=== dff_delay_line ===
### M1 wires, dff_delay_line

Bar = 20 µm.
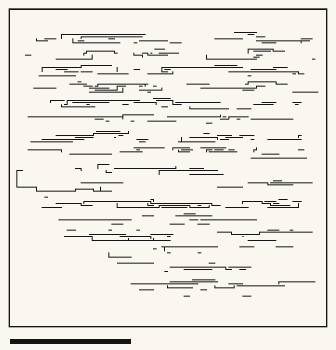
### Signal wires on met2, dff_delay_line

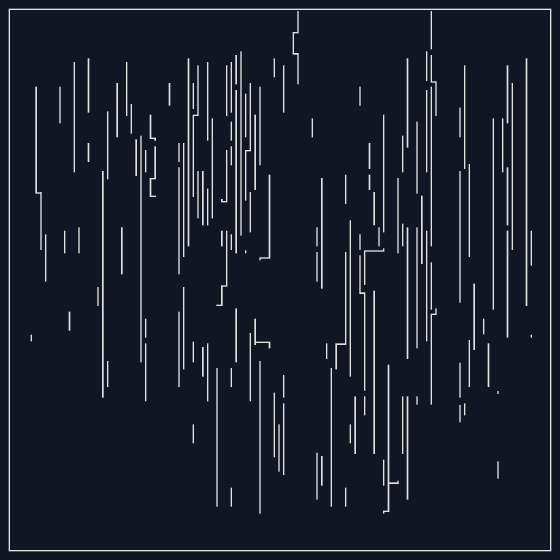
[config.mk]
export PLATFORM = sky130hd
export DESIGN_NAME = dff_delay_line
export DESIGN_NICKNAME = d
export VERILOG_FILES = /design/src/rtl/gowin_prim_pkg.sv /design/src/rtl/dff_delay_stage.sv /design/src/rtl/dff_delay_line.sv
export SDC_FILE = /design/constraint.sdc
export NUM_CORES = 1
export LEC_CHECK = 0
export ABC_AREA = 0
export CELL_PAD_IN_SITES_DETAIL_PLACEMENT = 0
export CELL_PAD_IN_SITES_GLOBAL_PLACEMENT = 1
export CORE_MARGIN = 1
export CORE_UTILIZATION = 41
export DETAILED_ROUTE_END_ITERATION = 10
export PLACE_DENSITY = 0.71
export SYNTH_ARGS = -nofsm -noshare
export SYNTH_HDL_FRONTEND = slang
export SYNTH_SLANG_ARGS = --single-unit
[constraint.sdc]
create_clock -name CLK -period 1.46 [get_ports CLK]
set_clock_uncertainty 0.2 [all_clocks]
set_input_delay 0.219 -clock CLK [delete_from_list [all_inputs] [get_ports CLK]]
set_output_delay 0.219 -clock CLK [all_outputs]
set_load 0.03 [all_outputs]
[src/rtl/gowin_prim_pkg.sv]
// Shared constants and constant functions for the Gowin-style primitive models.
package gowin_prim_pkg;

    localparam int EDGE_POS = 0;
    localparam int EDGE_NEG = 1;

    // Ceiling log2; returns 0 for values <= 1.
    function automatic int clog2(input int value);
        int result;
        result = 0;
        for (int v = value - 1; v > 0; v = v >> 1) begin
            result = result + 1;
        end
        return result;
    endfunction

endpackage

[src/rtl/dff_delay_stage.sv]
// Single clock-enabled register stage of the delay line with selectable active edge.
module dff_delay_stage
    import gowin_prim_pkg::*;
#(
    parameter int   WIDTH = 1,
    parameter int   EDGE  = EDGE_POS,
    parameter logic INIT  = 1'b0
) (
    input  logic             CLK,
    input  logic             RESETN,
    input  logic             CE,
    input  logic [WIDTH-1:0] D,
    output logic [WIDTH-1:0] Q
);

    localparam logic [WIDTH-1:0] INIT_VEC = {WIDTH{INIT}};

    logic             clk_s;
    // Stored relative to INIT so that an all-zero power-up state reads back as INIT.
    logic [WIDTH-1:0] q_x_r;

    assign clk_s = (EDGE == EDGE_NEG) ? ~CLK : CLK;

    // Stage register: async reset to INIT, load D when enabled.
    always_ff @(posedge clk_s or negedge RESETN) begin
        if (!RESETN) begin
            q_x_r <= {WIDTH{1'b0}};
        end else if (CE) begin
            q_x_r <= D ^ INIT_VEC;
        end else begin
            q_x_r <= q_x_r;
        end
    end

    assign Q = q_x_r ^ INIT_VEC;

endmodule

[src/rtl/dff_delay_line.sv]
// Parameterised tapped shift register with fill tracking.
// Optional macro DFF_DELAY_LINE_OREG_EN registers the tap output Q.
module dff_delay_line
    import gowin_prim_pkg::*;
#(
    parameter int   WIDTH  = 1,
    parameter int   DEPTH  = 16,
    parameter int   EDGE   = EDGE_POS,
    parameter logic INIT   = 1'b0,
    localparam int  ADDR_W = clog2(DEPTH),
    localparam int  CNT_W  = clog2(DEPTH + 1)
) (
    input  logic              CLK,
    input  logic              RESETN,
    input  logic              CE,
    input  logic [WIDTH-1:0]  D,
    input  logic [ADDR_W-1:0] ADDR,
    output logic [WIDTH-1:0]  Q,
    output logic [WIDTH-1:0]  QL,
    output logic              FULL
);

    localparam logic [WIDTH-1:0] INIT_VEC  = {WIDTH{INIT}};
    localparam logic [CNT_W-1:0] FILL_MAX  = CNT_W'(DEPTH);
    localparam logic [31:0]      DEPTH_U32 = 32'(DEPTH);

    logic             clk_s;
    logic [WIDTH-1:0] stage_s [DEPTH];
    logic [WIDTH-1:0] tap_s;
    logic [31:0]      addr_ext_s;
    logic [CNT_W-1:0] fill_cnt_r;
    logic             full_r;

    assign clk_s = (EDGE == EDGE_NEG) ? ~CLK : CLK;

    for (genvar g = 0; g < DEPTH; g++) begin : g_stage
        if (g == 0) begin : g_first
            dff_delay_stage #(
                .WIDTH (WIDTH),
                .EDGE  (EDGE),
                .INIT  (INIT)
            ) u_stage (
                .CLK    (CLK),
                .RESETN (RESETN),
                .CE     (CE),
                .D      (D),
                .Q      (stage_s[g])
            );
        end else begin : g_rest
            dff_delay_stage #(
                .WIDTH (WIDTH),
                .EDGE  (EDGE),
                .INIT  (INIT)
            ) u_stage (
                .CLK    (CLK),
                .RESETN (RESETN),
                .CE     (CE),
                .D      (stage_s[g-1]),
                .Q      (stage_s[g])
            );
        end
    end

    // Fill counter saturates at DEPTH; FULL is registered alongside it.
    always_ff @(posedge clk_s or negedge RESETN) begin
        if (!RESETN) begin
            fill_cnt_r <= {CNT_W{1'b0}};
            full_r     <= 1'b0;
        end else if (CE && (fill_cnt_r != FILL_MAX)) begin
            fill_cnt_r <= fill_cnt_r + CNT_W'(1);
            full_r     <= (fill_cnt_r == (FILL_MAX - CNT_W'(1)));
        end else begin
            fill_cnt_r <= fill_cnt_r;
            full_r     <= full_r;
        end
    end

    assign addr_ext_s = 32'(ADDR);

    // Tap mux: out-of-range addresses (non power-of-two DEPTH) select the last stage.
    always_comb begin
        tap_s = stage_s[DEPTH-1];
        if (addr_ext_s < DEPTH_U32) begin
            tap_s = stage_s[ADDR];
        end else begin
            tap_s = stage_s[DEPTH-1];
        end
    end

`ifdef DFF_DELAY_LINE_OREG_EN
    logic [WIDTH-1:0] q_x_r;

    // Output register samples the tap on every active edge, independent of CE.
    always_ff @(posedge clk_s or negedge RESETN) begin
        if (!RESETN) begin
            q_x_r <= {WIDTH{1'b0}};
        end else begin
            q_x_r <= tap_s ^ INIT_VEC;
        end
    end

    assign Q = q_x_r ^ INIT_VEC;
`else
    assign Q = tap_s;
`endif

    assign QL   = stage_s[DEPTH-1];
    assign FULL = full_r;

endmodule
==> impl_metrics.json <==
{
  "initialDrtViolationCount": 10,
  "yosys.area_share.simple_pct": 1.58,
  "highest_layer": "met4",
  "first_global_vias": 679,
  "comb_share_pct": 35.2,
  "synth_area_leader_cell": "dfrtp_1",
  "violations": "setup timing",
  "setup_viol": 6,
  "flops": 22,
  "dieArea_um2": 2720,
  "status": "complete, but fails checks",
  "num_antenna_cells": 0,
  "setup_ws_ns": -0.562,
  "reg2reg_from": "fill_cnt_r[1]",
  "met2WireLength_um": 878,
  "grt_use_total_pct": 15.8,
  "largest_register_ffs": 15,
  "rsz0062_at_grt": "true",
  "fp-row-count": 17,
  "mostFrequentLayoutCells": "24 x buf_4, 21 x dfrtp_1, 16 x mux2_2"
}
About 'M1 wires' of dff_delay_line:
The layer holds 47% of the routed length. The layer carries 857 µm of wire. The wires run mostly horizontal. The longest straight run is 15.6 µm.

About 'Signal wires on met2' of dff_delay_line:
The layer holds 48% of the routed length. 107 nets have wire on it.

-- per-stage QoR --
step                      hold slack (ns)  instances  setup WS, ns  utilization, %
after floorplan                    -0.277         65        -0.226               -
after global placement              0.294        123         -1.18            58.1
after detailed placement            0.321        123         -1.24            58.1
after CTS                          0.0573        130        -0.599            61.7
after global routing               0.0729        133        -0.645            64.4
final                              0.0498        133        -0.562            64.4
-- synth_stat cells --
master    instances
xnor2_1           3
ha_1              3
nand4_1           1
mux2i_1           3
o22a_1            1
buf_2             2
inv_1             4
nand2_1           1
o31ai_4           1
dfrtp_1          22
mux2_2           18
and3_1            1
mux4_1            4
o311ai_0          1

=== mult_div_seq ===
## config.mk

```make
export PLATFORM = sky130hd
export DESIGN_NAME = mult_div_seq
export DESIGN_NICKNAME = d
export VERILOG_FILES = /design/src/rtl/cpu_defs.sv /design/src/rtl/md_step.sv /design/src/rtl/mult_div_seq.sv
export SDC_FILE = /design/constraint.sdc
export NUM_CORES = 1
export LEC_CHECK = 0
export CORE_ASPECT_RATIO = 0.9
export CORE_UTILIZATION = 35
export DETAILED_ROUTE_END_ITERATION = 12
export GPL_ROUTABILITY_DRIVEN = 0
export HOLD_SLACK_MARGIN = 0.05
export SYNTH_ARGS = -nofsm -noshare
export SYNTH_HDL_FRONTEND = slang
export SYNTH_SLANG_ARGS = --single-unit
export TNS_END_PERCENT = 50
```

## constraint.sdc

```tcl
create_clock -name clk -period 4.1 [get_ports clk]
set_input_delay 0.41 -clock clk [delete_from_list [all_inputs] [get_ports clk]]
set_output_delay 0.41 -clock clk [all_outputs]
set_load 0.05 [all_outputs]
```

## src/rtl/cpu_defs.sv

```systemverilog
// Shared CPU definitions used by the multiply/divide sequencer and the control FSM
// that drives it.
package cpu_defs;

    typedef enum logic [1:0] {
        ST_MD_IDLE = 2'd0,
        ST_MD_CALC = 2'd1,
        ST_MD_FIX  = 2'd2,
        ST_MD_DONE = 2'd3
    } md_state_t;

    localparam logic OP_MULT = 1'b0;
    localparam logic OP_DIV  = 1'b1;

    localparam logic [5:0] FUNCT_MULT = 6'h18;
    localparam logic [5:0] FUNCT_DIV  = 6'h1A;

    // The control FSM maps the R-type funct field onto the op_div select.
    function automatic logic md_op_from_funct(input logic [5:0] funct);
        return (funct == FUNCT_DIV) ? OP_DIV : OP_MULT;
    endfunction

endpackage

```

## src/rtl/md_step.sv

```systemverilog
// One combinational iteration of the multiply/divide loop on unsigned magnitudes.
// MULT: shift-add on {partial, multiplier}. DIV: restoring step on {remainder, quotient}.
module md_step
    import cpu_defs::*;
#(
    parameter int WIDTH = 32
) (
    input  logic                 mode,
    input  logic [2*WIDTH-1:0]   acc,
    input  logic [WIDTH-1:0]     operand,
    output logic [2*WIDTH-1:0]   acc_next,
    output logic                 q_bit
);

    logic [WIDTH:0]   mul_sum;
    logic [WIDTH:0]   rem_sh;
    logic [WIDTH-1:0] rem_sub;

    always_comb begin
        mul_sum  = {1'b0, acc[2*WIDTH-1:WIDTH]} + (acc[0] ? {1'b0, operand} : '0);
        rem_sh   = {acc[2*WIDTH-1:WIDTH], acc[WIDTH-1]};
        // The shifted remainder is below 2*operand, so a passing trial fits in WIDTH bits.
        rem_sub  = rem_sh[WIDTH-1:0] - operand;
        q_bit    = 1'b0;
        acc_next = {mul_sum, acc[WIDTH-1:1]};
        if (mode == OP_DIV) begin
            q_bit    = (rem_sh >= {1'b0, operand});
            acc_next = {(q_bit ? rem_sub : rem_sh[WIDTH-1:0]), acc[WIDTH-2:0], q_bit};
        end
    end

endmodule

```

## src/rtl/mult_div_seq.sv

```systemverilog
// Multicycle signed MULT/DIV sequencer owning the HI/LO pair; one iteration per clock,
// sign correction in a final fix-up cycle, result presented with a one-cycle done pulse.
module mult_div_seq
    import cpu_defs::*;
#(
    parameter int WIDTH = 32,
    parameter int CNT_W = 6
) (
    input  logic             clk,
    input  logic             reset,
    input  logic             start,
    input  logic             op_div,
    input  logic [WIDTH-1:0] a,
    input  logic [WIDTH-1:0] b,
    output logic             busy,
    output logic             done,
    output logic             div_zero,
    output logic [WIDTH-1:0] hi,
    output logic [WIDTH-1:0] lo
);

    localparam logic [CNT_W-1:0] LAST_ITER = CNT_W'(WIDTH - 1);

    md_state_t            state, next_state;
    logic [CNT_W-1:0]     counter;
    logic                 op_div_r, sign_a, sign_b;
    logic [WIDTH-1:0]     mag_b;
    logic [2*WIDTH-1:0]   acc, acc_next;
    logic                 q_bit_unused;
    logic [WIDTH-1:0]     mag_a_in, mag_b_in;
    logic [2*WIDTH-1:0]   prod_neg;
    logic [WIDTH-1:0]     quot, rem, quot_fix, rem_fix;

    md_step #(.WIDTH(WIDTH)) u_step (
        .mode     (op_div_r),
        .acc      (acc),
        .operand  (mag_b),
        .acc_next (acc_next),
        .q_bit    (q_bit_unused)
    );

    always_ff @(posedge clk) begin
        if (reset) state <= ST_MD_IDLE;
        else       state <= next_state;
    end

    always_comb begin
        next_state = state;
        case (state)
            ST_MD_IDLE: if (start) next_state = ST_MD_CALC;
            ST_MD_CALC: if (counter == LAST_ITER) next_state = ST_MD_FIX;
            ST_MD_FIX:  next_state = ST_MD_DONE;
            ST_MD_DONE: next_state = ST_MD_IDLE;
            default:    next_state = ST_MD_IDLE;
        endcase
    end

    always_comb begin
        busy = (state != ST_MD_IDLE);
        done = (state == ST_MD_DONE);
    end

    always_comb begin
        mag_a_in = a[WIDTH-1] ? (~a + 1'b1) : a;
        mag_b_in = b[WIDTH-1] ? (~b + 1'b1) : b;
        prod_neg = ~acc + {{(2*WIDTH-1){1'b0}}, 1'b1};
        quot     = acc[WIDTH-1:0];
        rem      = acc[2*WIDTH-1:WIDTH];
        quot_fix = (sign_a ^ sign_b) ? (~quot + 1'b1) : quot;
        rem_fix  = sign_a ? (~rem + 1'b1) : rem;
    end

    // Datapath: operand capture, iteration, and the only place HI/LO are written.
    always_ff @(posedge clk) begin
        if (reset) begin
            counter  <= '0;
            op_div_r <= 1'b0;
            sign_a   <= 1'b0;
            sign_b   <= 1'b0;
            mag_b    <= '0;
            acc      <= '0;
            hi       <= '0;
            lo       <= '0;
            div_zero <= 1'b0;
        end else begin
            case (state)
                ST_MD_IDLE: if (start) begin
                    op_div_r <= op_div;
                    sign_a   <= a[WIDTH-1];
                    sign_b   <= b[WIDTH-1];
                    mag_b    <= mag_b_in;
                    acc      <= {{WIDTH{1'b0}}, mag_a_in};
                    div_zero <= 1'b0;
                    counter  <= '0;
                end
                ST_MD_CALC: begin
                    acc     <= acc_next;
                    counter <= counter + 1'b1;
                end
                ST_MD_FIX: begin
                    if (op_div_r == OP_DIV) begin
                        if (mag_b == '0) begin
                            div_zero <= 1'b1;
                        end else begin
                            hi <= rem_fix;
                            lo <= quot_fix;
                        end
                    end else begin
                        {hi, lo} <= (sign_a ^ sign_b) ? prod_neg : acc;
                    end
                end
                default: ;
            endcase
        end
    end

endmodule

```

==> impl_metrics.json <==
{
  "status": "finished, final reports clean",
  "via_per_inst": 5.60,
  "holdWs_ns": 0.453,
  "io_pins": 135,
  "reg2reg_from": "acc[0]",
  "finalMaxSlewViolations": 0,
  "hold_viol": 0,
  "mostFrequentLayoutCells": "227 x nor2_1, 171 x dfxtp_1, 167 x nand2_1",
  "yosys_cells": 1812,
  "tool_warnings": 29,
  "drive_gt1_share_pct": 6.37,
  "syn_nets": 1955,
  "adder_share_pct": 6.99,
  "postSynthSeqShare_pct": 25.2,
  "top_area_share_pct": 25.2,
  "firstDrtPassIters": 5,
  "rsz0062_at_grt": "false",
  "hp-class": "flip-flop to flip-flop",
  "pg_clk_mw": 1.72,
  "maxCapViolCount": 0,
  "highest_layer": "met5"
}
## critical path, cell delays in order (launching register included)
cell and delay, ns:
dfxtp_1 0.38, inv_1 0.23, buf_4 0.37, nor2_1 0.09, ha_1 0.42, and4_1 0.27
nand2_1 0.06, nor3_1 0.35, o31ai_1 0.11, and3_1 0.25, o21a_1 0.22, o31ai_1 0.33
nor4b_1 0.11, a211o_1 0.28, a32o_1 0.23
## what timing repair did
action,4_1_cts,5_1_grt
setup endpoints to repair,0,1
hold endpoints to repair,0,0
setup buffers,0,0
gates resized,0,1
### M1 wires, mult_div_seq

Bar = 50 µm.
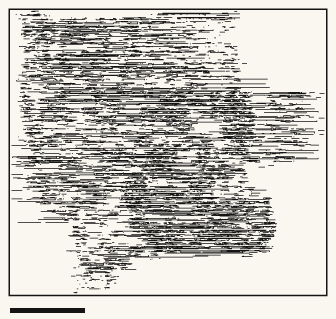
The wires run mostly horizontal. 1924 nets have wire on it. The longest straight run is 54.3 µm. The layer carries 21.5 mm of wire.

### Signal wires on met2, mult_div_seq

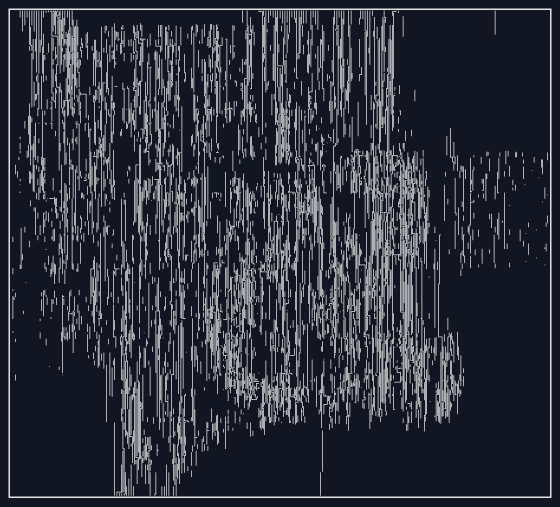
The layer holds 41% of the routed length. The layer carries 18500 µm of wire.


=== id_exe_reg_flat ===
### M1 wires, id_exe_reg_flat

Bar = 50 µm.
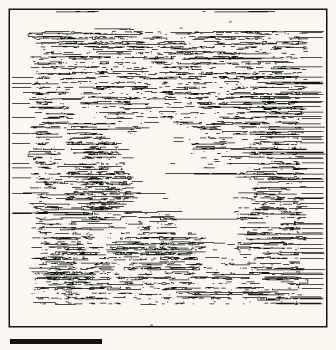
<file path="src/rtl/id_exe_reg_if.sv">
// rtl/id_exe_reg_if.sv - ID/EXE stage field bundle: decode-side inputs and EXE-side registered outputs
interface id_exe_reg_if #(
    parameter int WORD_LEN     = 32,
    parameter int REG_ADDR_LEN = 5,
    parameter int EXE_CMD_LEN  = 4
);
    logic                    branchEn_in, Is_Imm_in, ST_or_BNE_in, WB_EN_in, MEM_R_EN_in, MEM_W_EN_in;
    logic [EXE_CMD_LEN-1:0]  EXE_CMD_in;
    logic [1:0]              Branch_command_in;
    logic [WORD_LEN-1:0]     pc_in, val1_in, val2_in, st_val_in;
    logic [REG_ADDR_LEN-1:0] src1_in, src2_in, dest_in;

    logic                    branchEn_out, Is_Imm_out, ST_or_BNE_out, WB_EN_out, MEM_R_EN_out, MEM_W_EN_out;
    logic [EXE_CMD_LEN-1:0]  EXE_CMD_out;
    logic [1:0]              Branch_command_out;
    logic [WORD_LEN-1:0]     pc_out, val1_out, val2_out, st_val_out;
    logic [REG_ADDR_LEN-1:0] src1_out, src2_out, dest_out;
    logic                    valid_out;

    modport master (
        output branchEn_in, Is_Imm_in, ST_or_BNE_in, WB_EN_in, MEM_R_EN_in, MEM_W_EN_in,
               EXE_CMD_in, Branch_command_in, pc_in, val1_in, val2_in, st_val_in,
               src1_in, src2_in, dest_in,
        input  branchEn_out, Is_Imm_out, ST_or_BNE_out, WB_EN_out, MEM_R_EN_out, MEM_W_EN_out,
               EXE_CMD_out, Branch_command_out, pc_out, val1_out, val2_out, st_val_out,
               src1_out, src2_out, dest_out, valid_out
    );

    modport slave (
        input  branchEn_in, Is_Imm_in, ST_or_BNE_in, WB_EN_in, MEM_R_EN_in, MEM_W_EN_in,
               EXE_CMD_in, Branch_command_in, pc_in, val1_in, val2_in, st_val_in,
               src1_in, src2_in, dest_in,
        output branchEn_out, Is_Imm_out, ST_or_BNE_out, WB_EN_out, MEM_R_EN_out, MEM_W_EN_out,
               EXE_CMD_out, Branch_command_out, pc_out, val1_out, val2_out, st_val_out,
               src1_out, src2_out, dest_out, valid_out
    );
endinterface

</file>
<file path="src/rtl/id_exe_reg.sv">
// rtl/id_exe_reg.sv - ID/EXE pipeline register with flush, freeze, bubble insertion and saturating event counters
module id_exe_reg #(
    parameter int WORD_LEN     = 32,
    parameter int REG_ADDR_LEN = 5,
    parameter int EXE_CMD_LEN  = 4,
    parameter int CNT_LEN      = 16
) (
    input  logic               clk,
    input  logic               rst,
    input  logic               freeze,
    input  logic               flush,
    input  logic               hazard_detected,
    input  logic               cnt_clr,
    id_exe_reg_if.slave        bus,
    output logic [CNT_LEN-1:0] bubble_cnt,
    output logic [CNT_LEN-1:0] flush_cnt,
    output logic [CNT_LEN-1:0] instr_cnt
);
    typedef struct packed {
        logic                    branch_en;
        logic                    is_imm;
        logic                    st_or_bne;
        logic                    wb_en;
        logic                    mem_r_en;
        logic                    mem_w_en;
        logic [EXE_CMD_LEN-1:0]  exe_cmd;
        logic [1:0]              br_cmd;
        logic [WORD_LEN-1:0]     pc;
        logic [WORD_LEN-1:0]     val1;
        logic [WORD_LEN-1:0]     val2;
        logic [WORD_LEN-1:0]     st_val;
        logic [REG_ADDR_LEN-1:0] src1;
        logic [REG_ADDR_LEN-1:0] src2;
        logic [REG_ADDR_LEN-1:0] dest;
    } stage_t;

    stage_t             stage_q, stage_d, in_s;
    logic               valid_q, valid_d;
    logic [CNT_LEN-1:0] bubble_cnt_q, bubble_cnt_d;
    logic [CNT_LEN-1:0] flush_cnt_q, flush_cnt_d;
    logic [CNT_LEN-1:0] instr_cnt_q, instr_cnt_d;
    logic               bubble_ev, instr_ev;

    function automatic logic [CNT_LEN-1:0] sat_inc(input logic [CNT_LEN-1:0] c, input logic ev);
        return (ev && (c != '1)) ? c + CNT_LEN'(1) : c;
    endfunction

    always_comb begin
        in_s = '{branch_en: bus.branchEn_in, is_imm: bus.Is_Imm_in, st_or_bne: bus.ST_or_BNE_in,
                 wb_en: bus.WB_EN_in, mem_r_en: bus.MEM_R_EN_in, mem_w_en: bus.MEM_W_EN_in,
                 exe_cmd: bus.EXE_CMD_in, br_cmd: bus.Branch_command_in,
                 pc: bus.pc_in, val1: bus.val1_in, val2: bus.val2_in, st_val: bus.st_val_in,
                 src1: bus.src1_in, src2: bus.src2_in, dest: bus.dest_in};

        stage_d   = stage_q;
        valid_d   = valid_q;
        bubble_ev = 1'b0;
        instr_ev  = 1'b0;

        if (flush) begin
            stage_d = '0;
            valid_d = 1'b0;
        end else if (!freeze) begin
            stage_d = in_s;
            if (hazard_detected) begin
                // Bubble: data still loads, but every control bit is forced off.
                stage_d.branch_en = 1'b0;
                stage_d.is_imm    = 1'b0;
                stage_d.st_or_bne = 1'b0;
                stage_d.wb_en     = 1'b0;
                stage_d.mem_r_en  = 1'b0;
                stage_d.mem_w_en  = 1'b0;
                stage_d.exe_cmd   = '0;
                stage_d.br_cmd    = '0;
                valid_d   = 1'b0;
                bubble_ev = 1'b1;
            end else begin
                valid_d  = 1'b1;
                instr_ev = 1'b1;
            end
        end

        if (cnt_clr) begin
            bubble_cnt_d = '0;
            flush_cnt_d  = '0;
            instr_cnt_d  = '0;
        end else begin
            bubble_cnt_d = sat_inc(bubble_cnt_q, bubble_ev);
            flush_cnt_d  = sat_inc(flush_cnt_q, flush);
            instr_cnt_d  = sat_inc(instr_cnt_q, instr_ev);
        end
    end

    always_ff @(posedge clk) begin
        if (rst) begin
            stage_q      <= '0;
            valid_q      <= 1'b0;
            bubble_cnt_q <= '0;
            flush_cnt_q  <= '0;
            instr_cnt_q  <= '0;
        end else begin
            stage_q      <= stage_d;
            valid_q      <= valid_d;
            bubble_cnt_q <= bubble_cnt_d;
            flush_cnt_q  <= flush_cnt_d;
            instr_cnt_q  <= instr_cnt_d;
        end
    end

    assign bus.branchEn_out       = stage_q.branch_en;
    assign bus.Is_Imm_out         = stage_q.is_imm;
    assign bus.ST_or_BNE_out      = stage_q.st_or_bne;
    assign bus.WB_EN_out          = stage_q.wb_en;
    assign bus.MEM_R_EN_out       = stage_q.mem_r_en;
    assign bus.MEM_W_EN_out       = stage_q.mem_w_en;
    assign bus.EXE_CMD_out        = stage_q.exe_cmd;
    assign bus.Branch_command_out = stage_q.br_cmd;
    assign bus.pc_out             = stage_q.pc;
    assign bus.val1_out           = stage_q.val1;
    assign bus.val2_out           = stage_q.val2;
    assign bus.st_val_out         = stage_q.st_val;
    assign bus.src1_out           = stage_q.src1;
    assign bus.src2_out           = stage_q.src2;
    assign bus.dest_out           = stage_q.dest;
    assign bus.valid_out          = valid_q;
    assign bubble_cnt             = bubble_cnt_q;
    assign flush_cnt              = flush_cnt_q;
    assign instr_cnt              = instr_cnt_q;
endmodule

</file>
<file path="src/flat_wrapper.sv">
// flat-port wrapper written by rule: the top's interface ports become plain ports
module id_exe_reg_flat 
#(
    parameter int WORD_LEN     = 32,
    parameter int REG_ADDR_LEN = 5,
    parameter int EXE_CMD_LEN  = 4,
    parameter int CNT_LEN      = 16
)
  (clk, rst, freeze, flush, hazard_detected, cnt_clr, bubble_cnt, flush_cnt, instr_cnt, bus_branchEn_in, bus_Is_Imm_in, bus_ST_or_BNE_in, bus_WB_EN_in, bus_MEM_R_EN_in, bus_MEM_W_EN_in, bus_EXE_CMD_in, bus_Branch_command_in, bus_pc_in, bus_val1_in, bus_val2_in, bus_st_val_in, bus_src1_in, bus_src2_in, bus_dest_in, bus_branchEn_out, bus_Is_Imm_out, bus_ST_or_BNE_out, bus_WB_EN_out, bus_MEM_R_EN_out, bus_MEM_W_EN_out, bus_EXE_CMD_out, bus_Branch_command_out, bus_pc_out, bus_val1_out, bus_val2_out, bus_st_val_out, bus_src1_out, bus_src2_out, bus_dest_out, bus_valid_out);
  id_exe_reg_if #(.WORD_LEN(WORD_LEN), .REG_ADDR_LEN(REG_ADDR_LEN), .EXE_CMD_LEN(EXE_CMD_LEN)) bus_i ();
  input  logic clk;
  input  logic rst;
  input  logic freeze;
  input  logic flush;
  input  logic hazard_detected;
  input  logic cnt_clr;
  output logic [CNT_LEN-1:0] bubble_cnt;
  output logic [CNT_LEN-1:0] flush_cnt;
  output logic [CNT_LEN-1:0] instr_cnt;
  input wire logic [$bits(bus_i.branchEn_in)-1:0] bus_branchEn_in;
  input wire logic [$bits(bus_i.Is_Imm_in)-1:0] bus_Is_Imm_in;
  input wire logic [$bits(bus_i.ST_or_BNE_in)-1:0] bus_ST_or_BNE_in;
  input wire logic [$bits(bus_i.WB_EN_in)-1:0] bus_WB_EN_in;
  input wire logic [$bits(bus_i.MEM_R_EN_in)-1:0] bus_MEM_R_EN_in;
  input wire logic [$bits(bus_i.MEM_W_EN_in)-1:0] bus_MEM_W_EN_in;
  input wire logic [$bits(bus_i.EXE_CMD_in)-1:0] bus_EXE_CMD_in;
  input wire logic [$bits(bus_i.Branch_command_in)-1:0] bus_Branch_command_in;
  input wire logic [$bits(bus_i.pc_in)-1:0] bus_pc_in;
  input wire logic [$bits(bus_i.val1_in)-1:0] bus_val1_in;
  input wire logic [$bits(bus_i.val2_in)-1:0] bus_val2_in;
  input wire logic [$bits(bus_i.st_val_in)-1:0] bus_st_val_in;
  input wire logic [$bits(bus_i.src1_in)-1:0] bus_src1_in;
  input wire logic [$bits(bus_i.src2_in)-1:0] bus_src2_in;
  input wire logic [$bits(bus_i.dest_in)-1:0] bus_dest_in;
  output wire logic [$bits(bus_i.branchEn_out)-1:0] bus_branchEn_out;
  output wire logic [$bits(bus_i.Is_Imm_out)-1:0] bus_Is_Imm_out;
  output wire logic [$bits(bus_i.ST_or_BNE_out)-1:0] bus_ST_or_BNE_out;
  output wire logic [$bits(bus_i.WB_EN_out)-1:0] bus_WB_EN_out;
  output wire logic [$bits(bus_i.MEM_R_EN_out)-1:0] bus_MEM_R_EN_out;
  output wire logic [$bits(bus_i.MEM_W_EN_out)-1:0] bus_MEM_W_EN_out;
  output wire logic [$bits(bus_i.EXE_CMD_out)-1:0] bus_EXE_CMD_out;
  output wire logic [$bits(bus_i.Branch_command_out)-1:0] bus_Branch_command_out;
  output wire logic [$bits(bus_i.pc_out)-1:0] bus_pc_out;
  output wire logic [$bits(bus_i.val1_out)-1:0] bus_val1_out;
  output wire logic [$bits(bus_i.val2_out)-1:0] bus_val2_out;
  output wire logic [$bits(bus_i.st_val_out)-1:0] bus_st_val_out;
  output wire logic [$bits(bus_i.src1_out)-1:0] bus_src1_out;
  output wire logic [$bits(bus_i.src2_out)-1:0] bus_src2_out;
  output wire logic [$bits(bus_i.dest_out)-1:0] bus_dest_out;
  output wire logic [$bits(bus_i.valid_out)-1:0] bus_valid_out;
  assign bus_i.branchEn_in = bus_branchEn_in;
  assign bus_i.Is_Imm_in = bus_Is_Imm_in;
  assign bus_i.ST_or_BNE_in = bus_ST_or_BNE_in;
  assign bus_i.WB_EN_in = bus_WB_EN_in;
  assign bus_i.MEM_R_EN_in = bus_MEM_R_EN_in;
  assign bus_i.MEM_W_EN_in = bus_MEM_W_EN_in;
  assign bus_i.EXE_CMD_in = bus_EXE_CMD_in;
  assign bus_i.Branch_command_in = bus_Branch_command_in;
  assign bus_i.pc_in = bus_pc_in;
  assign bus_i.val1_in = bus_val1_in;
  assign bus_i.val2_in = bus_val2_in;
  assign bus_i.st_val_in = bus_st_val_in;
  assign bus_i.src1_in = bus_src1_in;
  assign bus_i.src2_in = bus_src2_in;
  assign bus_i.dest_in = bus_dest_in;
  assign bus_branchEn_out = bus_i.branchEn_out;
  assign bus_Is_Imm_out = bus_i.Is_Imm_out;
  assign bus_ST_or_BNE_out = bus_i.ST_or_BNE_out;
  assign bus_WB_EN_out = bus_i.WB_EN_out;
  assign bus_MEM_R_EN_out = bus_i.MEM_R_EN_out;
  assign bus_MEM_W_EN_out = bus_i.MEM_W_EN_out;
  assign bus_EXE_CMD_out = bus_i.EXE_CMD_out;
  assign bus_Branch_command_out = bus_i.Branch_command_out;
  assign bus_pc_out = bus_i.pc_out;
  assign bus_val1_out = bus_i.val1_out;
  assign bus_val2_out = bus_i.val2_out;
  assign bus_st_val_out = bus_i.st_val_out;
  assign bus_src1_out = bus_i.src1_out;
  assign bus_src2_out = bus_i.src2_out;
  assign bus_dest_out = bus_i.dest_out;
  assign bus_valid_out = bus_i.valid_out;
  id_exe_reg #(.WORD_LEN(WORD_LEN), .REG_ADDR_LEN(REG_ADDR_LEN), .EXE_CMD_LEN(EXE_CMD_LEN), .CNT_LEN(CNT_LEN)) u_core (.clk(clk), .rst(rst), .freeze(freeze), .flush(flush), .hazard_detected(hazard_detected), .cnt_clr(cnt_clr), .bus(bus_i), .bubble_cnt(bubble_cnt), .flush_cnt(flush_cnt), .instr_cnt(instr_cnt));
endmodule
</file>
<file path="config.mk">
export PLATFORM = sky130hd
export DESIGN_NAME = id_exe_reg_flat
export DESIGN_NICKNAME = d
export VERILOG_FILES = /design/src/rtl/id_exe_reg_if.sv /design/src/rtl/id_exe_reg.sv /design/src/flat_wrapper.sv
export SDC_FILE = /design/constraint.sdc
export NUM_CORES = 1
export LEC_CHECK = 0
export ABC_AREA = 1
export CORE_MARGIN = 10
export CORE_UTILIZATION = 35
export CTS_CLUSTER_DIAMETER = 120
export DETAILED_ROUTE_END_ITERATION = 12
export PLACE_DENSITY_LB_ADDON = 0.15
export SETUP_SLACK_MARGIN = 0.15
export SKIP_CTS_REPAIR_TIMING = 1
export SYNTH_ARGS = -nofsm -noshare
export SYNTH_HDL_FRONTEND = slang
export SYNTH_SLANG_ARGS = --single-unit
</file>
<file path="constraint.sdc">
create_clock -name clk -period 1.6 [get_ports clk]
set_input_delay 0.16 -clock clk [delete_from_list [all_inputs] [get_ports clk]]
set_output_delay 0.16 -clock clk [all_outputs]
set_load 0.005 [all_outputs]
</file>
==> impl_metrics.json <==
{
  "clock-sinks": 204,
  "pwr-share-seq_pct": 43.6,
  "fill_cells": 1997,
  "clockBufferDepth": 3,
  "clkTransAtPathRegs_ns": 0.06,
  "status": "finished, final reports clean",
  "ant_nets": 0,
  "worst_path_max_delay_cell": "dfxtp_2",
  "start_kind": "flip-flop",
  "seq_cell_power_mw": 5.26,
  "placed_cell_area_um2": 12200,
  "gr-usage-met2_pct": 30.9,
  "p_leak_nw": 8.46,
  "finalCriticalPeriod_ns": 1.39,
  "worst_path_dominant_cell_family": "simple AND/OR/NAND/NOR gates",
  "ir_worst_vdd_mv": 0.824,
  "setup_viol": 0,
  "ys.flops": 204,
  "netlist_instances": 1120,
  "r2r_slack_ns": 0.21,
  "crit_chain": "nand2_2, nor2_4, nand2_1, nor2_2, nand2_2, buf_2, nand3_1, nand2_1, nor2_1",
  "yosys.area_share.simple_pct": 31.4,
  "hp-class": "input pin to flip-flop",
  "synthFlopType": "dfxtp_1",
  "comb_share_pct": 27.0,
  "firstDrtPassIters": 7,
  "top_cells_by_count": "426 x nand2_1, 204 x dfxtp_1, 182 x a21oi_1, 119 x nor2_1, 50 x nand3_1",
  "fp.dieW_um": 172,
  "nets": 1666,
  "adder_share_pct": 0.467
}
Notes on 'M1 wires' of id_exe_reg_flat above:
The layer carries 12600 µm of wire. The wires run mostly horizontal. The longest straight run is 41.9 µm.

-- worst min-delay path by stage --
stage / to / cells past startpoint / startpoint / slack [ns]
finish: u_core.bus.valid_out / 4 / freeze / 0.05
global route: u_core.bus.valid_out / 4 / freeze / 0.04
CTS: u_core.bus.valid_out / 4 / freeze / 0.03
detailed placement: u_core.bus.branchEn_out / 2 / u_core.bus.branchEn_out / 0.45
global placement: u_core.bus.branchEn_out / 2 / u_core.bus.branchEn_out / 0.45
floorplan: u_core.bus.Is_Imm_out / 2 / bus_Is_Imm_in / 0.30

=== fsm_stream_ctrl ===
### config.mk
export PLATFORM = sky130hd
export DESIGN_NAME = fsm_stream_ctrl
export DESIGN_NICKNAME = d
export VERILOG_FILES = /design/src/rtl/fsm_stream_pkg.sv /design/src/rtl/fsm_4s2i1o_next_logic.sv /design/src/rtl/fsm_stream_ctrl.sv
export SDC_FILE = /design/constraint.sdc
export NUM_CORES = 1
export LEC_CHECK = 0
export CAP_MARGIN = 20
export CORE_AREA = 5 5 42 44
export CTS_CLUSTER_SIZE = 12
export DETAILED_ROUTE_END_ITERATION = 7
export DIE_AREA = 0 0 47 49
export PLACE_DENSITY = 0.7
export RECOVER_POWER = 25
export SLEW_MARGIN = 20
export SYNTH_ARGS = -nofsm -noshare
export SYNTH_HDL_FRONTEND = slang
export SYNTH_HIERARCHICAL = 1
export SYNTH_SLANG_ARGS = --single-unit
### constraint.sdc
create_clock -name clk -period 2.5 [get_ports clk]
set_input_delay 0.375 -clock clk [delete_from_list [all_inputs] [get_ports clk]]
set_output_delay 0.375 -clock clk [all_outputs]
set_load 0.03 [all_outputs]
### src/rtl/fsm_stream_pkg.sv
// Shared types for the stream-wrapped 4-state FSM.
// State encoding and result-message layout are used by the top and the next-state logic.
package fsm_stream_pkg;

    localparam int unsigned STATE_W   = 2;
    localparam int unsigned MOORE_W   = 1;
    localparam int unsigned OUT_MSG_W = STATE_W + MOORE_W;
    localparam int unsigned IN_MSG_W  = 2;

    typedef enum logic [STATE_W-1:0] {
        ST_A = 2'd0,
        ST_B = 2'd1,
        ST_C = 2'd2,
        ST_D = 2'd3
    } state_e;

    // Result message: {next_state, moore_out}
    typedef struct packed {
        state_e             next_state;
        logic [MOORE_W-1:0] moore;
    } out_msg_t;

endpackage

### src/rtl/fsm_4s2i1o_next_logic.sv
// Combinational next-state table and Moore output of the 4-state, 2-bit-input FSM.
// 'out' is the Moore output of the state being entered (state_next).
module fsm_4s2i1o_next_logic
    import fsm_stream_pkg::*;
(
    input  state_e              state,
    input  logic [IN_MSG_W-1:0] in_,
    output state_e              state_next,
    output logic                out
);

    // Next-state table; symbols 10 and 11 always lead to A and D respectively
    always_comb begin
        state_next = state;
        unique case (in_)
            2'b00: begin
                unique case (state)
                    ST_A:    state_next = ST_A;
                    ST_B:    state_next = ST_C;
                    ST_C:    state_next = ST_A;
                    default: state_next = ST_C;
                endcase
            end
            2'b01: begin
                unique case (state)
                    ST_A:    state_next = ST_B;
                    ST_B:    state_next = ST_B;
                    ST_C:    state_next = ST_D;
                    default: state_next = ST_B;
                endcase
            end
            2'b10:   state_next = ST_A;
            default: state_next = ST_D;
        endcase
    end

    // Moore output: high only in D
    always_comb begin
        out = (state_next == ST_D);
    end

endmodule

### src/rtl/fsm_stream_ctrl.sv
// Valid/ready stream wrapper around the 4-state FSM with a single-entry result buffer.
// Optional D-entry hit counter enabled by defining FSM_STREAM_CTRL_HITCNT_EN.
module fsm_stream_ctrl
    import fsm_stream_pkg::*;
#(
    parameter int unsigned HIT_W = 8
) (
    input  logic                 clk,
    input  logic                 reset,
    input  logic                 restart,
    input  logic                 in_val,
    output logic                 in_rdy,
    input  logic [IN_MSG_W-1:0]  in_msg,
    output logic                 out_val,
    input  logic                 out_rdy,
    output logic [OUT_MSG_W-1:0] out_msg,
    output logic [STATE_W-1:0]   state,
    input  logic                 hit_clr,
    output logic [HIT_W-1:0]     hit_count
);

    state_e   state_q, state_d;
    logic     out_val_q, out_val_d;
    out_msg_t out_msg_q, out_msg_d;
    state_e   nl_state;
    logic     nl_moore;
    logic     xfer;

    fsm_4s2i1o_next_logic u_next_logic (
        .state      (state_q),
        .in_        (in_msg),
        .state_next (nl_state),
        .out        (nl_moore)
    );

    // State register and single-entry output buffer
    always_ff @(posedge clk or posedge reset) begin
        if (reset) begin
            state_q   <= ST_A;
            out_val_q <= 1'b0;
            out_msg_q <= '0;
        end else begin
            state_q   <= state_d;
            out_val_q <= out_val_d;
            out_msg_q <= out_msg_d;
        end
    end

    // Next state: restart wins, then transfer (may replace a popped entry), then pop
    always_comb begin
        state_d   = state_q;
        out_val_d = out_val_q;
        out_msg_d = out_msg_q;
        if (restart) begin
            state_d   = ST_A;
            out_val_d = 1'b0;
        end else if (xfer) begin
            state_d              = nl_state;
            out_val_d            = 1'b1;
            out_msg_d.next_state = nl_state;
            out_msg_d.moore      = nl_moore;
        end else if (out_val_q && out_rdy) begin
            out_val_d = 1'b0;
        end
    end

    // Outputs: handshake ready and registered buffer/state
    always_comb begin
        in_rdy  = !restart && (!out_val_q || out_rdy);
        xfer    = in_val && in_rdy;
        out_val = out_val_q;
        out_msg = OUT_MSG_W'(out_msg_q);
        state   = STATE_W'(state_q);
    end

`ifdef FSM_STREAM_CTRL_HITCNT_EN
    logic [HIT_W-1:0] hit_q, hit_d;

    // Hit counter register
    always_ff @(posedge clk or posedge reset) begin
        if (reset) begin
            hit_q <= '0;
        end else begin
            hit_q <= hit_d;
        end
    end

    // Saturating count of transfers entering D; clear has priority
    always_comb begin
        hit_d = hit_q;
        if (hit_clr) begin
            hit_d = '0;
        end else if (xfer && !restart && (nl_state == ST_D) && (hit_q != {HIT_W{1'b1}})) begin
            hit_d = hit_q + HIT_W'(1);
        end
    end

    assign hit_count = hit_q;
`else
    logic unused_hit_clr;

    // Counter feature absent: constant zero output
    assign unused_hit_clr = hit_clr;
    assign hit_count      = '0;
`endif

endmodule

### M1 wires, fsm_stream_ctrl

Bar = 10 µm.
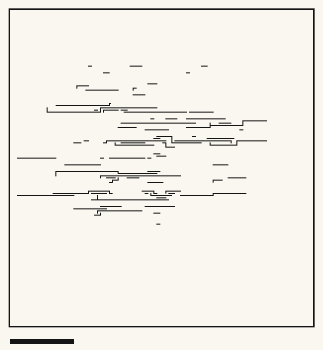
The layer carries 303 µm of wire. The wires run mostly horizontal. The longest straight run is 12.4 µm. 43 nets have wire on it. The layer holds 42% of the routed length.

sequential cells by signal, summed over array words and instances (netlist names):
| name | cells |
|---|---|
| out_val | 1 |
| state | 2 |
| out_msg | 3 |
report_power, final:
group	switching [mW]	leakage [nW]	internal (mW)
sequential	0.00568	0.0763	0.109
combinational	0.0626	0.132	0.0432
clock	0.0387	0.0138	0.0546
final cells by class:
type                    instances  area share [%]
repair buffers                 13            25.8
multi-input cells              27            34.5
well taps                      16            3.97
clock buffers                   3            4.47
inverters                       2            1.49
flip-flops and latches          6            29.8
==> impl_metrics.json <==
{
  "logic_family": "buffers and inverters",
  "initialDrtViolationCount": 3,
  "crit_fanout": 4,
  "cp-startpoint": "out_rdy",
  "fp-row-count": 14,
  "wirelength_um": 718,
  "clock_skew_ns": 0.000926,
  "reg2reg_from": "out_val",
  "grt_pass1_wl_um": 1190,
  "fill_cells": 158,
  "met2WireLength_um": 285,
  "syn2layout_area_growth_pct": 36.6,
  "firstDrtPassIters": 2,
  "initial_core_util_pct": 26.3,
  "r2r_slack_ns": 1.32,
  "numCtsBuffers": 3,
  "yosysMostFrequentCell": "buf_4",
  "endpoint": "in_rdy",
  "synth-xor-area-share_pct": 0,
  "r2r_end": "out_msg[1]",
  "mostFrequentLayoutCell": "clkdlybuf4s50_1",
  "path_buffers": 2,
  "finalCriticalPeriod_ns": 2.11,
  "ir_worst_vdd_mv": 0.242,
  "cp_num_cells": 4,
  "status": "finished, final reports clean",
  "fp.dieW_um": 47,
  "final_cells": 67
}

=== decoder_seq ===
### M1 wires, decoder_seq

Bar = 20 µm.
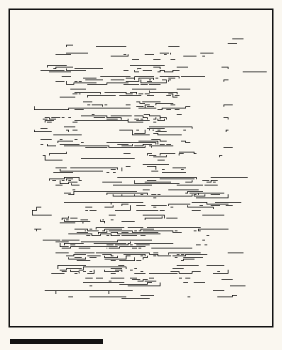
### Signal wires on met2, decoder_seq

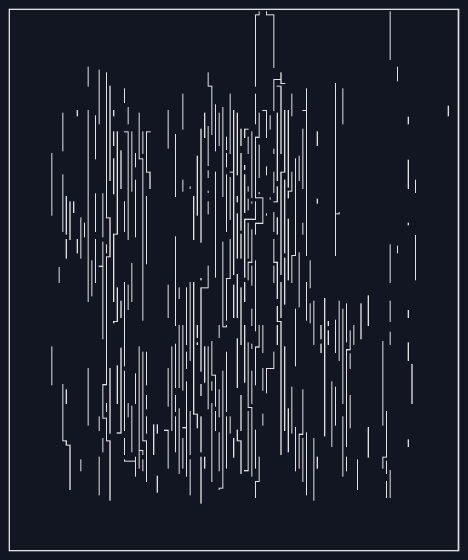
==> src/rtl/decoder_seq.sv <==
// One-hot decoder with a direct mode and a timed sweep mode (IDLE/SWEEP/DONE).
// Define DECODER_SEQ_ACTIVE_LOW_EN to drive Y one-cold (idle/reset at all-ones).
module decoder_seq #(
  parameter int N    = 3,
  parameter int HOLD = 1
) (
  input  logic                Clock,
  input  logic                Resetn,
  input  logic                En,
  input  logic                Mode,
  input  logic                Start,
  input  logic [N-1:0]        W,
  output logic [0:(1<<N)-1]   Y,
  output logic                Busy,
  output logic                Done,
  output logic [1:0]          state_dbg
);

  localparam int M = 1 << N;

`ifdef DECODER_SEQ_ACTIVE_LOW_EN
  localparam logic [0:M-1] POL = '1;
`else
  localparam logic [0:M-1] POL = '0;
`endif

  // Handshake: Start is a level sampled on a rising edge; it is honoured only
  // in IDLE with Mode=1 and En=1, and there is no acknowledge beyond Busy.
  typedef enum logic [1:0] {
    IDLE  = 2'd0,
    SWEEP = 2'd1,
    DONE  = 2'd2
  } state_t;

  state_t         state, state_n;
  logic [N-1:0]   idx, idx_n;
  logic [N-1:0]   steps, steps_n;
  logic [7:0]     hold, hold_n;
  logic [0:M-1]   y_n;
  logic           busy_n, done_n;

  function automatic logic [0:M-1] onehot(input logic [N-1:0] i);
    onehot    = '0;
    onehot[i] = 1'b1;
  endfunction

  always_comb begin
    state_n = state;
    idx_n   = idx;
    steps_n = steps;
    hold_n  = hold;
    y_n     = '0;
    busy_n  = 1'b0;
    done_n  = 1'b0;
    case (state)
      IDLE: begin
        if (Mode) begin
          if (En && Start) begin
            state_n = SWEEP;
            idx_n   = W;
            steps_n = '0;
            hold_n  = '0;
            y_n     = onehot(W);
            busy_n  = 1'b1;
          end
        end else if (En) begin
          y_n = onehot(W);
        end
      end
      SWEEP: begin
        busy_n = 1'b1;
        y_n    = onehot(idx);
        // A paused cycle (En=0) leaves idx, hold and Y untouched.
        if (En) begin
          if (hold == 8'(HOLD - 1)) begin
            hold_n = '0;
            if (steps == N'(M - 1)) begin
              state_n = DONE;
              y_n     = '0;
              busy_n  = 1'b0;
              done_n  = 1'b1;
            end else begin
              idx_n   = idx + 1'b1;
              steps_n = steps + 1'b1;
              y_n     = onehot(idx + 1'b1);
            end
          end else begin
            hold_n = hold + 8'd1;
          end
        end
      end
      DONE: begin
        state_n = IDLE;
      end
      default: begin
        state_n = IDLE;
      end
    endcase
  end

  always_ff @(posedge Clock or negedge Resetn) begin
    if (!Resetn) begin
      state <= IDLE;
      idx   <= '0;
      steps <= '0;
      hold  <= '0;
      Y     <= POL;
      Busy  <= 1'b0;
      Done  <= 1'b0;
    end else begin
      state <= state_n;
      idx   <= idx_n;
      steps <= steps_n;
      hold  <= hold_n;
      Y     <= y_n ^ POL;
      Busy  <= busy_n;
      Done  <= done_n;
    end
  end

  assign state_dbg = state;

endmodule

==> config.mk <==
export PLATFORM = sky130hd
export DESIGN_NAME = decoder_seq
export DESIGN_NICKNAME = d
export VERILOG_FILES = /design/src/rtl/decoder_seq.sv
export SDC_FILE = /design/constraint.sdc
export NUM_CORES = 1
export LEC_CHECK = 0
export CAP_MARGIN = 30
export CORE_ASPECT_RATIO = 1.25
export CORE_MARGIN = 5
export CORE_UTILIZATION = 54
export CTS_BUF_LIST = sky130_fd_sc_hd__clkbuf_4 sky130_fd_sc_hd__clkbuf_8 sky130_fd_sc_hd__clkbuf_16
export DETAILED_ROUTE_END_ITERATION = 7
export PLACE_DENSITY_LB_ADDON = 0.15
export SLEW_MARGIN = 40
export SYNTH_ARGS = -nofsm -noshare
export SYNTH_HDL_FRONTEND = slang
export SYNTH_SLANG_ARGS = --single-unit
==> constraint.sdc <==
create_clock -name Clock -period 2.5 [get_ports Clock]
set_clock_uncertainty 0.2 [all_clocks]
set_input_delay 0.5 -clock Clock [delete_from_list [all_inputs] [get_ports Clock]]
set_output_delay 0.5 -clock Clock [all_outputs]
set_load 0.01 [all_outputs]
==> impl_metrics.json <==
{
  "root_buffer": "clkbuf_4",
  "hold_viol": 0,
  "grt-busiest-layer": "met2",
  "layout.nonclk_buf_share_pct": 14.1,
  "path_buffers": 1,
  "firstDrtPassIters": 4,
  "ys_sh_mux_pct": 1.71,
  "fp-row-count": 21,
  "synth_cell_type_count": 43,
  "top_area_share_pct": 44.3,
  "ys_warn_count": 0,
  "status": "finished, final reports clean",
  "setup_viol": 0,
  "clock-sinks": 26,
  "nets": 194,
  "met2WireLength_um": 1580,
  "numCtsBuffers": 3,
  "yosys_area_um2": 1470,
  "slowest_delay_ns": 0.50,
  "setup_ws_ns": 0.137,
  "met3_length_um": 263
}
About 'M1 wires' of decoder_seq:
The layer holds 41% of the routed length. The longest straight run is 18.9 µm. The wires run mostly horizontal. 169 nets have wire on it.

About 'Signal wires on met2' of decoder_seq:
158 nets have wire on it. The layer carries 1580 µm of wire. The longest straight run is 24.1 µm. The layer holds 50% of the routed length. The wires run mostly vertical.

-- worst paths after layout --
path	to	slack, ns	cells past startpoint
worst max register to register	steps[0]	0.14	6
worst max-delay path	steps[0]	0.14	6
worst min-delay path	Done	0.34	2
max in group asynchronous	idx[1]	1.51	2
worst min register to register	steps[1]	0.34	2
min in group Clock	steps[1]	0.34	2
-- sequential cells by signal, summed over array words and instances, names as in the netlist --
| name | flops |
|---|---|
| Y | 8 |
| steps | 3 |
| Done | 1 |
| Busy | 1 |
| state_dbg | 2 |
| idx | 3 |
| hold | 8 |

=== traffic_mode_ctrl ===
**config.mk**
```make
export PLATFORM = sky130hd
export DESIGN_NAME = traffic_mode_ctrl
export DESIGN_NICKNAME = d
export VERILOG_FILES = /design/src/rtl/traffic_mode_ctrl.sv
export SDC_FILE = /design/constraint.sdc
export NUM_CORES = 1
export LEC_CHECK = 0
export CORE_UTILIZATION = 52
export CTS_CLUSTER_DIAMETER = 80
export DETAILED_ROUTE_END_ITERATION = 6
export PLACE_DENSITY = 0.81
export SYNTH_ARGS = -nofsm -noshare
export SYNTH_HDL_FRONTEND = slang
export SYNTH_SLANG_ARGS = --single-unit
```
**constraint.sdc**
```tcl
create_clock -name clk -period 3.8 [get_ports clk]
set_clock_uncertainty 0.1 [all_clocks]
set_input_delay 0.95 -clock clk [delete_from_list [all_inputs] [get_ports clk]]
set_output_delay 0.95 -clock clk [all_outputs]
set_load 0.005 [all_outputs]
```
**src/rtl/traffic_mode_ctrl.sv**
```systemverilog
// Intersection mode controller: debounced day/night base mode, round-robin
// pedestrian service with timed dwell, and emergency preemption with clear-out hold.
module traffic_mode_ctrl #(
   parameter int NUM_PED    = 4,
   parameter int PED_CYCLES = 8,
   parameter int EMG_CLEAR  = 4,
   parameter int DEBOUNCE   = 3,
   parameter int CNT_W      = 8
) (
   input  logic               clk,
   input  logic               rst_n,
   input  logic               timeSignal,
   input  logic [NUM_PED-1:0] pedReq,
   input  logic               emgSignal,
   output logic [1:0]         modeOut,
   output logic [NUM_PED-1:0] pedGrant,
   output logic [NUM_PED-1:0] pedPending,
   output logic               modeChange
);

   localparam int PTR_W = (NUM_PED > 1) ? $clog2(NUM_PED) : 1;
   localparam logic [CNT_W-1:0] PED_LAST = CNT_W'(PED_CYCLES - 1);
   localparam logic [CNT_W-1:0] EMG_LIM  = CNT_W'(EMG_CLEAR);
   localparam logic [CNT_W-1:0] DEB_LAST = CNT_W'(DEBOUNCE - 1);

   typedef enum logic [1:0] {
      DAY   = 2'b00,
      NIGHT = 2'b01,
      PED   = 2'b10,
      EMG   = 2'b11
   } mode_t;

   mode_t              mode, modeNext, baseMode;
   logic [NUM_PED-1:0] grantNext, pendingNext;
   logic [CNT_W-1:0]   dwellCnt, dwellNext;
   logic [CNT_W-1:0]   emgCnt, emgNext;
   logic [CNT_W-1:0]   debCnt, debNext;
   logic               timeFlag, timeFlagNext;
   logic [PTR_W-1:0]   rrPtr, rrNext;

   logic               arbFound;
   logic [PTR_W-1:0]   arbIdx;
   logic [NUM_PED-1:0] arbMask;

   function automatic logic [PTR_W-1:0] wrapIdx(input logic [PTR_W-1:0] base, input int step);
      int s;
      s = int'(base) + step;
      if (s >= NUM_PED) s = s - NUM_PED;
      return PTR_W'(s);
   endfunction

   // Round-robin search starts just after the last-served channel; the final
   // step lands back on it, so a lone channel can be served again.
   always_comb begin
      arbFound = 1'b0;
      arbIdx   = rrPtr;
      for (int k = 1; k <= NUM_PED; k++) begin
         if (!arbFound && |(pedPending & (NUM_PED'(1) << wrapIdx(rrPtr, k)))) begin
            arbFound = 1'b1;
            arbIdx   = wrapIdx(rrPtr, k);
         end
      end
      arbMask = arbFound ? (NUM_PED'(1) << arbIdx) : '0;
   end

   always_comb begin
      timeFlagNext = timeFlag;
      debNext      = '0;
      if (timeSignal != timeFlag) begin
         if (debCnt == DEB_LAST) begin
            timeFlagNext = timeSignal;
         end else begin
            debNext = debCnt + 1'b1;
         end
      end
   end

   assign baseMode = timeFlag ? DAY : NIGHT;

   always_comb begin
      modeNext    = mode;
      grantNext   = pedGrant;
      dwellNext   = dwellCnt;
      emgNext     = emgCnt;
      rrNext      = rrPtr;
      pendingNext = pedPending | (pedReq & ~pedGrant);

      if (emgSignal) begin
         modeNext    = EMG;
         grantNext   = '0;
         pendingNext = pendingNext | pedGrant;
         emgNext     = '0;
         dwellNext   = '0;
      end else begin
         logic leave;
         leave = 1'b0;
         unique case (mode)
            EMG: begin
               if (emgCnt == EMG_LIM) leave = 1'b1;
               else emgNext = emgCnt + 1'b1;
            end
            PED: begin
               if (dwellCnt == PED_LAST) leave = 1'b1;
               else dwellNext = dwellCnt + 1'b1;
            end
            default: leave = 1'b1;
         endcase

         // A grant clears its pending bit even if the same channel requests on this edge.
         if (leave) begin
            if (arbFound) begin
               modeNext    = PED;
               grantNext   = arbMask;
               rrNext      = arbIdx;
               dwellNext   = '0;
               pendingNext = pendingNext & ~arbMask;
            end else begin
               modeNext  = baseMode;
               grantNext = '0;
               dwellNext = '0;
            end
            emgNext = '0;
         end
      end
   end

   always_ff @(posedge clk or negedge rst_n) begin
      if (!rst_n) begin
         mode       <= DAY;
         pedGrant   <= '0;
         pedPending <= '0;
         modeChange <= 1'b0;
         dwellCnt   <= '0;
         emgCnt     <= '0;
         debCnt     <= '0;
         timeFlag   <= 1'b1;
         rrPtr      <= PTR_W'(NUM_PED - 1);
      end else begin
         mode       <= modeNext;
         pedGrant   <= grantNext;
         pedPending <= pendingNext;
         modeChange <= (modeNext != mode);
         dwellCnt   <= dwellNext;
         emgCnt     <= emgNext;
         debCnt     <= debNext;
         timeFlag   <= timeFlagNext;
         rrPtr      <= rrNext;
      end
   end

   assign modeOut = mode;

endmodule

```
### M1 wires, traffic_mode_ctrl

Bar = 20 µm.
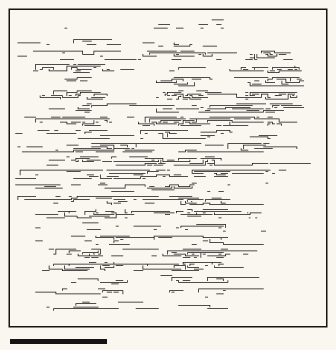
The wires run mostly horizontal. The layer holds 49% of the routed length. 211 nets have wire on it. The layer carries 1780 µm of wire. The longest straight run is 25.8 µm.

==> impl_metrics.json <==
{
  "clock-sinks": 38,
  "syn_nets": 215,
  "edf_count": 0,
  "hold_buffers": 0,
  "met3_length_um": 100,
  "grt_use_total_pct": 20.3,
  "largest_cell_class": "combinational gates",
  "p_clk_share_pct": 19.8,
  "io_pins": 19,
  "worst_slew_pin_slew_ns": 0.809,
  "use_met3_pct": 4.23,
  "syn2layout_area_growth_pct": 14.4,
  "seq_share_pct": 40.3,
  "top_regs": "debCnt (8), dwellCnt (8), emgCnt (8)",
  "comb_cells": 151,
  "wl_per_cell_um": 13.7,
  "status": "finished, final reports clean",
  "core_area_um2": 3740,
  "min-delay-start": "debCnt[0]",
  "ys_sh_mux_pct": 2.06,
  "r2r_slack_ns": 1.17
}
## critical path, stage by stage, from the launching register on
cell,delay [ns]
dfstp_2,0.58
inv_1,0.10
ha_1,0.25
a22o_1,0.22
a221o_2,0.34
nor4_2,0.32
or3_1,0.34
nor3b_2,0.09
a21o_1,0.17
## power groups by stage
stage               sequential, mW  clock, mW  combinational (mW)
floorplan                    0.544          0               0.461
global placement             0.557          0               0.587
detailed placement           0.560          0               0.596
CTS                          0.553      0.290               0.600
global route                 0.566      0.307               0.669
finish                       0.554      0.284               0.598


==> layout pictures side by side <==
Signal wires on met2.
panel A
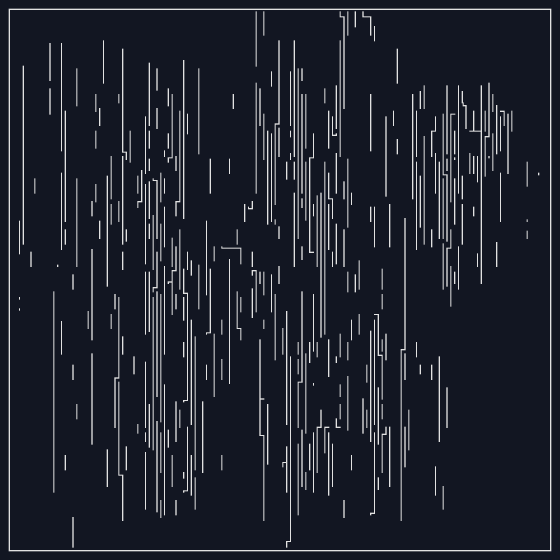
panel B
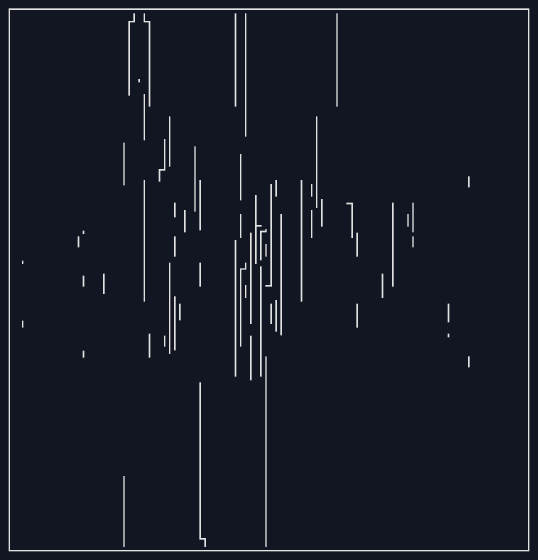
panel C
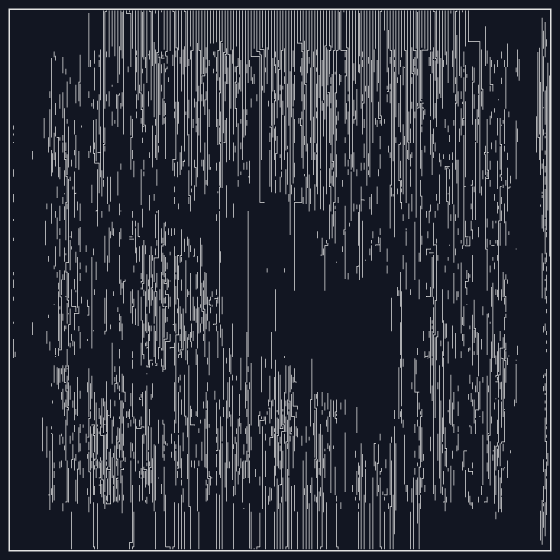
- traffic_mode_ctrl = panel A
- fsm_stream_ctrl = panel B
- id_exe_reg_flat = panel C

Key to panel C:
The wires run mostly vertical. The layer carries 15000 µm of wire. The layer holds 48% of the routed length.

Power figures rest on the tool's default switching activity, not on a simulated workload.
